==================== design 1
==> design_1/m4.png <==
Bar = 50 um.
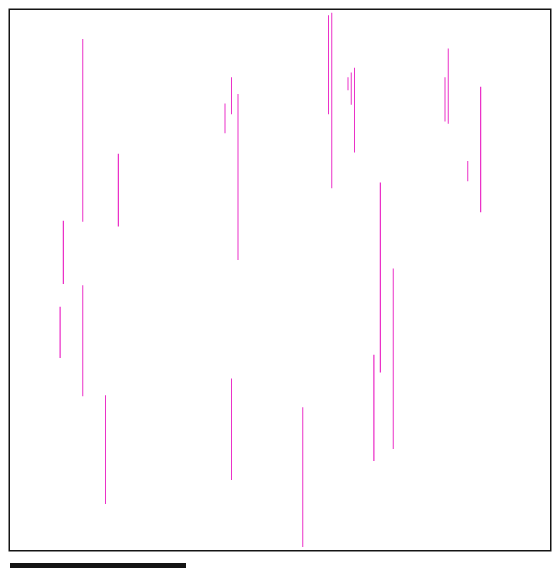

File: config.mk
export PLATFORM = sky130hd
export DESIGN_NAME = immu_ptw_responder_flat
export DESIGN_NICKNAME = d
export VERILOG_FILES = /design/src/rtl/immu_ptw_responder_if.sv /design/src/rtl/immu_ptw_responder.sv /design/src/flat_wrapper.sv
export SDC_FILE = /design/constraint.sdc
export NUM_CORES = 1
export LEC_CHECK = 0
export CORE_MARGIN = 5
export CORE_UTILIZATION = 54
export CTS_CLUSTER_DIAMETER = 60
export DETAILED_ROUTE_END_ITERATION = 6
export GPL_TIMING_DRIVEN = 0
export PLACE_DENSITY = 0.86
export SETUP_SLACK_MARGIN = 0.2
export SYNTH_ARGS = -nofsm -noshare
export SYNTH_HDL_FRONTEND = slang
export SYNTH_SLANG_ARGS = --single-unit
File: constraint.sdc
create_clock -name clk -period 4 [get_ports clk]
set_input_delay 0.8 -clock clk [delete_from_list [all_inputs] [get_ports clk]]
set_output_delay 0.8 -clock clk [all_outputs]
set_load 0.03 [all_outputs]
File: src/rtl/immu_ptw_responder_if.sv
// immu_ptw_responder_if: MMU-side PTE read channel, PTE buffer
// flush handshake and the single-beat memory read channel.
interface immu_ptw_responder_if;
    logic        immu_arvalid;
    logic        immu_arready;
    logic        immu_aruser;
    logic [63:0] immu_araddr;
    logic        immu_rvalid;
    logic        immu_rready;
    logic [1:0]  immu_rresp;
    logic [63:0] immu_rdata;
    logic        flush_valid;
    logic        flush_ready;
    logic        mem_arvalid;
    logic        mem_arready;
    logic [63:0] mem_araddr;
    logic        mem_rvalid;
    logic        mem_rready;
    logic [1:0]  mem_rresp;
    logic [63:0] mem_rdata;

    modport slave (
        input  immu_arvalid, immu_aruser, immu_araddr,
        input  immu_rready, flush_valid,
        input  mem_arready, mem_rvalid, mem_rresp, mem_rdata,
        output immu_arready, immu_rvalid, immu_rresp,
        output immu_rdata, flush_ready,
        output mem_arvalid, mem_araddr, mem_rready
    );

    modport master (
        output immu_arvalid, immu_aruser, immu_araddr,
        output immu_rready, flush_valid,
        output mem_arready, mem_rvalid, mem_rresp, mem_rdata,
        input  immu_arready, immu_rvalid, immu_rresp,
        input  immu_rdata, flush_ready,
        input  mem_arvalid, mem_araddr, mem_rready
    );
endinterface

File: src/rtl/immu_ptw_responder.sv
// immu_ptw_responder: IMMU page-table-walk read responder with a
// one-entry PTE buffer in front of a single-beat memory read port.
module immu_ptw_responder (
    input  logic                  clk,
    input  logic                  rst_n,
    immu_ptw_responder_if.slave   bus
);

    typedef enum logic [1:0] {
        IDLE   = 2'd0,
        MEM_AR = 2'd1,
        MEM_R  = 2'd2,
        RESP   = 2'd3
    } state_t;

    state_t      state;
    state_t      state_nxt;

    logic        buf_valid;
    logic [60:0] buf_tag;
    logic [63:0] buf_data;
    logic [60:0] req_tag;
    logic [63:0] resp_data;
    logic [1:0]  resp_code;

    logic        ar_fire;
    logic        misaligned;
    logic        hit;

    // Request decode: flush takes priority over a same-cycle request.
    always_comb begin
        ar_fire    = (state == IDLE) && !bus.flush_valid
                     && bus.immu_arvalid;
        misaligned = (bus.immu_araddr[2:0] != 3'b000);
        hit        = buf_valid && !bus.immu_aruser
                     && (buf_tag == bus.immu_araddr[63:3]);
    end

    // State register.
    always_ff @(posedge clk or negedge rst_n) begin
        if (!rst_n) state <= IDLE;
        else        state <= state_nxt;
    end

    // Next-state logic.
    always_comb begin
        state_nxt = state;
        unique case (state)
            IDLE: begin
                if (ar_fire)
                    state_nxt = (misaligned || hit) ? RESP : MEM_AR;
            end
            MEM_AR: if (bus.mem_arready) state_nxt = MEM_R;
            MEM_R:  if (bus.mem_rvalid)  state_nxt = RESP;
            RESP:   if (bus.immu_rready) state_nxt = IDLE;
            default: state_nxt = IDLE;
        endcase
    end

    // Outputs decoded from the current state and held registers.
    always_comb begin
        bus.flush_ready  = (state == IDLE);
        bus.immu_arready = (state == IDLE) && !bus.flush_valid;
        bus.mem_arvalid  = (state == MEM_AR);
        bus.mem_rready   = (state == MEM_R);
        bus.immu_rvalid  = (state == RESP);
        bus.mem_araddr   = {req_tag, 3'b000};
        bus.immu_rdata   = resp_data;
        bus.immu_rresp   = resp_code;
    end

    // Request latch, response registers and PTE buffer.
    always_ff @(posedge clk or negedge rst_n) begin
        if (!rst_n) begin
            buf_valid <= 1'b0;
            buf_tag   <= '0;
            buf_data  <= '0;
            req_tag   <= '0;
            resp_data <= '0;
            resp_code <= 2'b00;
        end else begin
            if (state == IDLE && bus.flush_valid) begin
                buf_valid <= 1'b0;
            end else if (ar_fire) begin
                req_tag <= bus.immu_araddr[63:3];
                if (misaligned) begin
                    resp_code <= 2'b10;
                    resp_data <= '0;
                end else if (hit) begin
                    resp_code <= 2'b00;
                    resp_data <= buf_data;
                end
            end
            if (state == MEM_R && bus.mem_rvalid) begin
                resp_code <= bus.mem_rresp;
                resp_data <= bus.mem_rdata;
                if (bus.mem_rresp == 2'b00) begin
                    buf_valid <= 1'b1;
                    buf_tag   <= req_tag;
                    buf_data  <= bus.mem_rdata;
                end else begin
                    buf_valid <= 1'b0;
                end
            end
        end
    end

endmodule

File: src/flat_wrapper.sv
// flat-port wrapper written by rule: the top's interface ports become plain ports
module immu_ptw_responder_flat 
  (clk, rst_n, bus_immu_arvalid, bus_immu_aruser, bus_immu_araddr, bus_immu_rready, bus_flush_valid, bus_mem_arready, bus_mem_rvalid, bus_mem_rresp, bus_mem_rdata, bus_immu_arready, bus_immu_rvalid, bus_immu_rresp, bus_immu_rdata, bus_flush_ready, bus_mem_arvalid, bus_mem_araddr, bus_mem_rready);
  immu_ptw_responder_if bus_i ();
  input  logic clk;
  input  logic rst_n;
  input wire logic [$bits(bus_i.immu_arvalid)-1:0] bus_immu_arvalid;
  input wire logic [$bits(bus_i.immu_aruser)-1:0] bus_immu_aruser;
  input wire logic [$bits(bus_i.immu_araddr)-1:0] bus_immu_araddr;
  input wire logic [$bits(bus_i.immu_rready)-1:0] bus_immu_rready;
  input wire logic [$bits(bus_i.flush_valid)-1:0] bus_flush_valid;
  input wire logic [$bits(bus_i.mem_arready)-1:0] bus_mem_arready;
  input wire logic [$bits(bus_i.mem_rvalid)-1:0] bus_mem_rvalid;
  input wire logic [$bits(bus_i.mem_rresp)-1:0] bus_mem_rresp;
  input wire logic [$bits(bus_i.mem_rdata)-1:0] bus_mem_rdata;
  output wire logic [$bits(bus_i.immu_arready)-1:0] bus_immu_arready;
  output wire logic [$bits(bus_i.immu_rvalid)-1:0] bus_immu_rvalid;
  output wire logic [$bits(bus_i.immu_rresp)-1:0] bus_immu_rresp;
  output wire logic [$bits(bus_i.immu_rdata)-1:0] bus_immu_rdata;
  output wire logic [$bits(bus_i.flush_ready)-1:0] bus_flush_ready;
  output wire logic [$bits(bus_i.mem_arvalid)-1:0] bus_mem_arvalid;
  output wire logic [$bits(bus_i.mem_araddr)-1:0] bus_mem_araddr;
  output wire logic [$bits(bus_i.mem_rready)-1:0] bus_mem_rready;
  assign bus_i.immu_arvalid = bus_immu_arvalid;
  assign bus_i.immu_aruser = bus_immu_aruser;
  assign bus_i.immu_araddr = bus_immu_araddr;
  assign bus_i.immu_rready = bus_immu_rready;
  assign bus_i.flush_valid = bus_flush_valid;
  assign bus_i.mem_arready = bus_mem_arready;
  assign bus_i.mem_rvalid = bus_mem_rvalid;
  assign bus_i.mem_rresp = bus_mem_rresp;
  assign bus_i.mem_rdata = bus_mem_rdata;
  assign bus_immu_arready = bus_i.immu_arready;
  assign bus_immu_rvalid = bus_i.immu_rvalid;
  assign bus_immu_rresp = bus_i.immu_rresp;
  assign bus_immu_rdata = bus_i.immu_rdata;
  assign bus_flush_ready = bus_i.flush_ready;
  assign bus_mem_arvalid = bus_i.mem_arvalid;
  assign bus_mem_araddr = bus_i.mem_araddr;
  assign bus_mem_rready = bus_i.mem_rready;
  immu_ptw_responder u_core (.clk(clk), .rst_n(rst_n), .bus(bus_i));
endmodule
==================== design 2
**src/rtl/pwm_duty_decoder.sv**
```systemverilog
// pwm_duty_decoder: measures high time and period of an asynchronous PWM input in clk_in cycles, flags a stuck input.
module pwm_duty_decoder #(
  parameter int COUNTER_WIDTH = 8,
  parameter int MAX_COUNT = 255,
  parameter int SYNC_STAGES = 2
) (
  input  logic                     clk_in,
  input  logic                     rst_in,
  input  logic                     pwm_in,
  output logic [COUNTER_WIDTH-1:0] high_count_out,
  output logic [COUNTER_WIDTH-1:0] period_count_out,
  output logic                     valid_out,
  output logic                     timeout_out,
  output logic                     level_out
);
  localparam logic [COUNTER_WIDTH-1:0] MAX = COUNTER_WIDTH'(MAX_COUNT);
  localparam logic [COUNTER_WIDTH-1:0] ONE = COUNTER_WIDTH'(1);
  typedef enum logic [1:0] {WAIT_RISE, MEAS_HIGH, MEAS_LOW} state_t;
  state_t state, state_nx;
  logic [SYNC_STAGES-1:0] sync;
  logic s, s_d, rise, fall;
  logic [COUNTER_WIDTH-1:0] per_cnt, hi_cnt, per_nx, hi_nx, high_nx, period_nx;
  logic valid_nx, timeout_nx, level_nx;
  assign s = sync[SYNC_STAGES-1];
  assign rise = s & ~s_d;
  assign fall = ~s & s_d;
  always_ff @(posedge clk_in or posedge rst_in)
    if (rst_in) begin
      sync <= '0;
      s_d <= 1'b0;
      state <= WAIT_RISE;
      per_cnt <= '0;
      hi_cnt <= '0;
      high_count_out <= '0;
      period_count_out <= '0;
      valid_out <= 1'b0;
      timeout_out <= 1'b0;
      level_out <= 1'b0;
    end else begin
      sync <= {sync[SYNC_STAGES-2:0], pwm_in};
      s_d <= s;
      state <= state_nx;
      per_cnt <= per_nx;
      hi_cnt <= hi_nx;
      high_count_out <= high_nx;
      period_count_out <= period_nx;
      valid_out <= valid_nx;
      timeout_out <= timeout_nx;
      level_out <= level_nx;
    end
  // A rise always wins over a simultaneous timeout; timeout latches once until the next rise.
  always_comb begin
    state_nx = state;
    per_nx = per_cnt + COUNTER_WIDTH'(per_cnt != MAX);
    hi_nx = hi_cnt;
    high_nx = high_count_out;
    period_nx = period_count_out;
    valid_nx = 1'b0;
    timeout_nx = timeout_out;
    level_nx = level_out;
    if (rise) begin
      state_nx = MEAS_HIGH;
      per_nx = ONE;
      hi_nx = ONE;
      timeout_nx = 1'b0;
      high_nx = state == MEAS_LOW ? hi_cnt : high_count_out;
      period_nx = state == MEAS_LOW ? per_cnt : period_count_out;
      valid_nx = state == MEAS_LOW;
    end else if (per_cnt == MAX && !timeout_out) begin
      state_nx = WAIT_RISE;
      timeout_nx = 1'b1;
      level_nx = s;
    end else if (state == MEAS_HIGH) begin
      hi_nx = fall ? hi_cnt : hi_cnt + ONE;
      state_nx = fall ? MEAS_LOW : MEAS_HIGH;
    end
  end
endmodule
```
**config.mk**
```make
export PLATFORM = sky130hd
export DESIGN_NAME = pwm_duty_decoder
export DESIGN_NICKNAME = d
export VERILOG_FILES = /design/src/rtl/pwm_duty_decoder.sv
export SDC_FILE = /design/constraint.sdc
export NUM_CORES = 1
export LEC_CHECK = 0
export ABC_AREA = 1
export ABC_CLOCK_PERIOD_IN_PS = 1900
export CAP_MARGIN = 20
export CELL_PAD_IN_SITES_DETAIL_PLACEMENT = 0
export CELL_PAD_IN_SITES_GLOBAL_PLACEMENT = 2
export CORE_UTILIZATION = 33
export CTS_CLUSTER_DIAMETER = 150
export CTS_CLUSTER_SIZE = 16
export DETAILED_ROUTE_END_ITERATION = 10
export PLACE_DENSITY = 0.75
export SYNTH_ARGS = -nofsm -noshare
export SYNTH_HDL_FRONTEND = slang
export SYNTH_SLANG_ARGS = --single-unit
```
**constraint.sdc**
```tcl
create_clock -name clk_in -period 1.9 [get_ports clk_in]
set_clock_uncertainty 0.1 [all_clocks]
set_input_delay 0.285 -clock clk_in [delete_from_list [all_inputs] [get_ports clk_in]]
set_output_delay 0.285 -clock clk_in [all_outputs]
set_load 0.1 [all_outputs]
```

==> notes/layouts.md <==
Pictures saved along the way, in no particular order.

Where the registers sit.
panel A
Bar = 50 um. Other sequential cells in the stronger grey, the rest of the logic in the fainter grey.
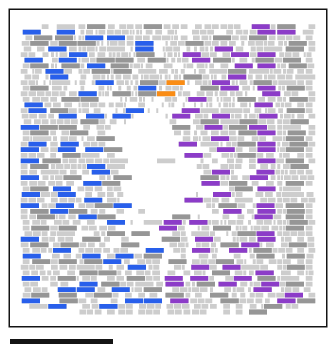
panel B
Bar = 20 um. Other sequential cells in the stronger grey, the rest of the logic in the fainter grey.
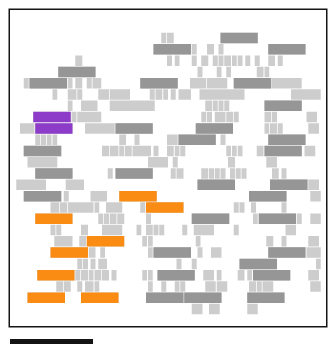
- largest die: panel A
- most cells: panel A
- panel A = design 1
- panel B = design 2

Key to panel B:
[orange] per_cnt | flops: 8 | where: south-west
[purple] sync | flops: 2
not coloured: 30

==> design_2/gates.png <==
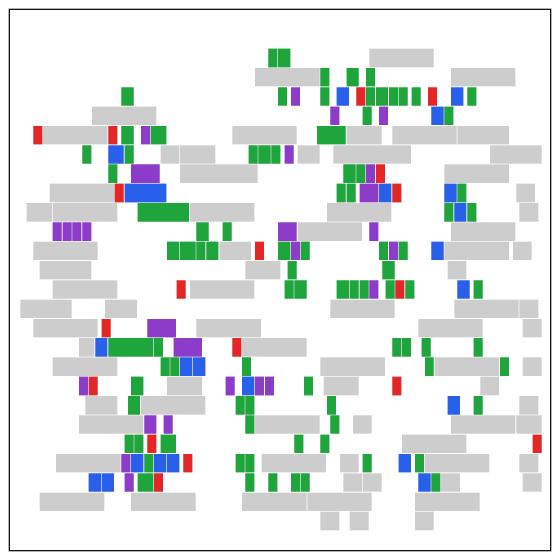
[red] inv cells | cells: 18
[purple] nor cells | cells: 27
[green] nand cells | cells: 89
[blue] aoi and oai cells | cells: 22 | where: spread over the die

==> design_2/layers.png <==
Only two layers are drawn.
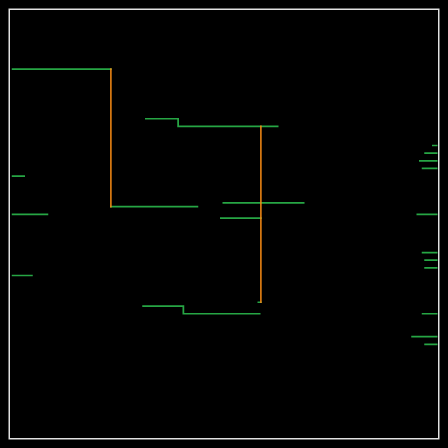
[orange] M4 | wire length: 55.8 um
[green] M3 | wire length: 141 um
Routed Wire Length: 3620 um
wire per inst: 11.9 um

==> flow_summary.yaml, design 2 <==
# flow metrics
setup_path:
  cp.required_ps: 2020
  worst_setup_path_start_kind: "register"
  path_class: "reg -> reg"
  crit_path_start: "per_cnt[1]$_DFF_PP0_"
synthesis:
  ys.flop_type: "dfrtp_1"
  avgSynthCellArea_um2: 8.84
  most_common_cell: "nand2_1"
  ys_types: 25
hold_path:
  hold_end: "sync[1]$_DFF_PP0_"
  hp-class: "reg -> reg"
sta:
  slew_headroom_pct: 66.2
power:
  clk-power_mw: 0.808
  top_power_group: "combinational logic"
layout:
  layout_top_cells: "nand2_1, dfrtp_1, nor2_1"
  design_area_mm2: 0.00224
outcome:
  status: "completed"
placed_design:
  place_area_mm2: 0.00212
  post-dp-hpwl_um: 2570
global_route:
  overflow: 0
  grt_most_used_layer: "met2"
floorplanning:
  boundaryPins: 22
  fp.dieH_um: 76.1
## design 2: through the flow
step	utilization (%)	worst slack [ps]	power (mW)	hold WS, ps
3_5_place_dp	40.6	205	2.41	237
6_report	43.1	198	3.19	263
5_1_grt	43.1	0.749	3.38	283
3_3_place_gp	40.6	317	2.39	239
2_1_floorplan	-	183	2.13	216
4_1_cts	43.1	184	3.23	264
## design 2: area by class of cell
| class | count | area, um^2 |
|---|---|---|
| multi-input cells | 143 | 709 |
| flip-flops and latches | 40 | 1000 |
| well taps | 70 | 87.6 |
| clock buffers | 5 | 68.8 |
| fillers | 515 | 2960 |
| inverters | 18 | 67.6 |
| clock inverters | 2 | 60.1 |
| repair buffers | 26 | 250 |
## design 2: worst max-delay path, stage by stage, from the launching register on
cell,delay (ps)
dfrtp_1,430
nand2_1,110
nor2_4,140
nand2_1,90
ha_1,220
ha_1,230
nand2_1,90
inv_1,50
nor3_1,150
## design 2: per-layer routing
metal / wire [um] / vias to the layer above
li1: - / 710
met1: 1830 / 629
met2: 1590 / 23
met3: 140 / 5
met4: 55 / 0
met5: 0 / -
==> design_1/gates.png <==
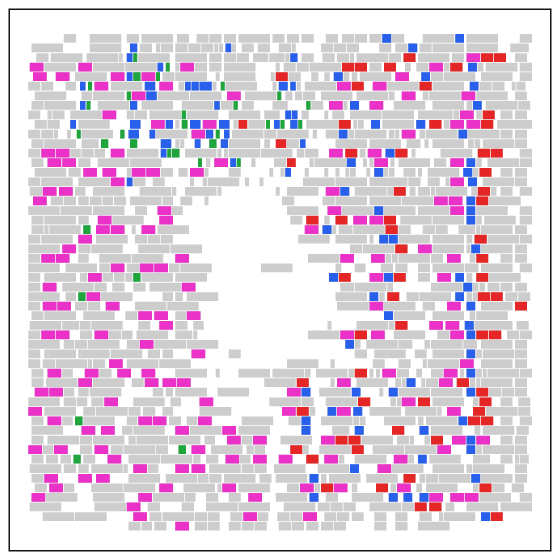
[blue] aoi and oai cells | cells: 102
[green] nand cells | cells: 32
[red] non-inverting ao/oa cells | cells: 68
[magenta] mux cells | cells: 171 | where: spread over the die
fin cells: 1442
combinational share of cell area: 28.8%
most used logic cell in the final layout: clkdlybuf4s50_1

Notes on design_1/m4.png above:
wire length on this layer: 622 um
longest straight run: 53.7 um
share of all routed wire: 2.0%
main direction: vertical
Routed Wire Length: 31500 um
via count: 8606

==> flow_summary.yaml, design 1 <==
# flow metrics
route:
  wl_per_cell_um: 21.9
  ant_nets: 0
layout:
  n_fill_cell: 1326
  clk_share_pct: 5.89
  nNonClkBuffers: 340
  seq_area_mm2: 0.00638
  comb_cells: 508
  inverters: 21
  dominant_cells: "flip-flops and latches"
synthesis:
  enable_flop_cells: 0
  fa_ha_area_share_pct: 0.449
  xor_share_pct: 3.62
  netlist_instances: 851
  simple_gate_area_share_pct: 5.17
  ys_types: 39
outcome:
  status: "completed"
sta:
  min_period_over_period_pct: 86.4
  clock.fmax_mhz: 289
placed_design:
  post-dp-hpwl_um: 22800
global_route:
  grt_pass1_vias: 9170
  overflow: 0
  grt_most_used_layer: "met2"
setup_path:
  worst-path-buf-inv: 4
  crit_family: "simple AND/OR/NAND/NOR gates"
  timing.rr.start: "u_core.state[0]$_DFFE_PN0P_"
  cpPeakStageDelay_ps: 600
floorplanning:
  core_mm2: 0.0203
==> design 1: Yosys cell counts (all sizes together), types with 2 or more instances <==
master / n / area share (%)
a21oi: 3 / 0.13
a221o: 64 / 5.8
a221oi: 4 / 0.31
a22oi: 64 / 4.3
buf: 16 / 1.2
clkbuf: 53 / 1.8
dfrtp: 255 / 57
ha: 4 / 0.45
inv: 21 / 0.71
mux2: 171 / 17
nand2: 20 / 0.67
nand2b: 3 / 0.17
nand4: 8 / 0.45
nor2: 2 / 0.067
nor2b: 3 / 0.17
nor3: 66 / 3.0
nor4: 8 / 0.45
o21ai: 18 / 0.81
o22ai: 7 / 0.39
xnor2: 20 / 1.6
xor2: 26 / 2.0
==> design 1: power by group <==
part           switching, mW  leakage (nW)  internal [mW]  total, mW
registers              0.895          3.14           3.81       4.71
logic                   2.75          2.69           2.58       5.33
clock network          0.986         0.440           1.50       2.48
total                   4.63          6.27           7.89       12.5
==> design 1: per-layer routing <==
metal	up-vias	wire (um)
li1	3802	-
met1	4337	12000
met2	411	15900
met3	56	3000
met4	0	621
met5	-	0


==> layout pictures side by side <==
Routing congestion map.
(a)
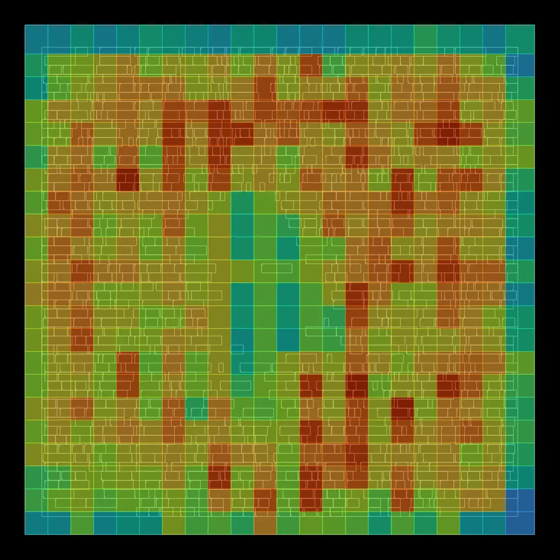
(b)
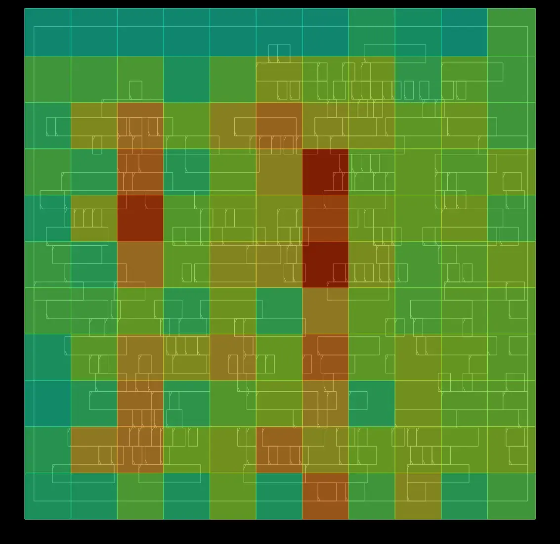
- (b) = design 2
- (a) = design 1

Power figures rest on the tool's default switching activity, not on a simulated workload.
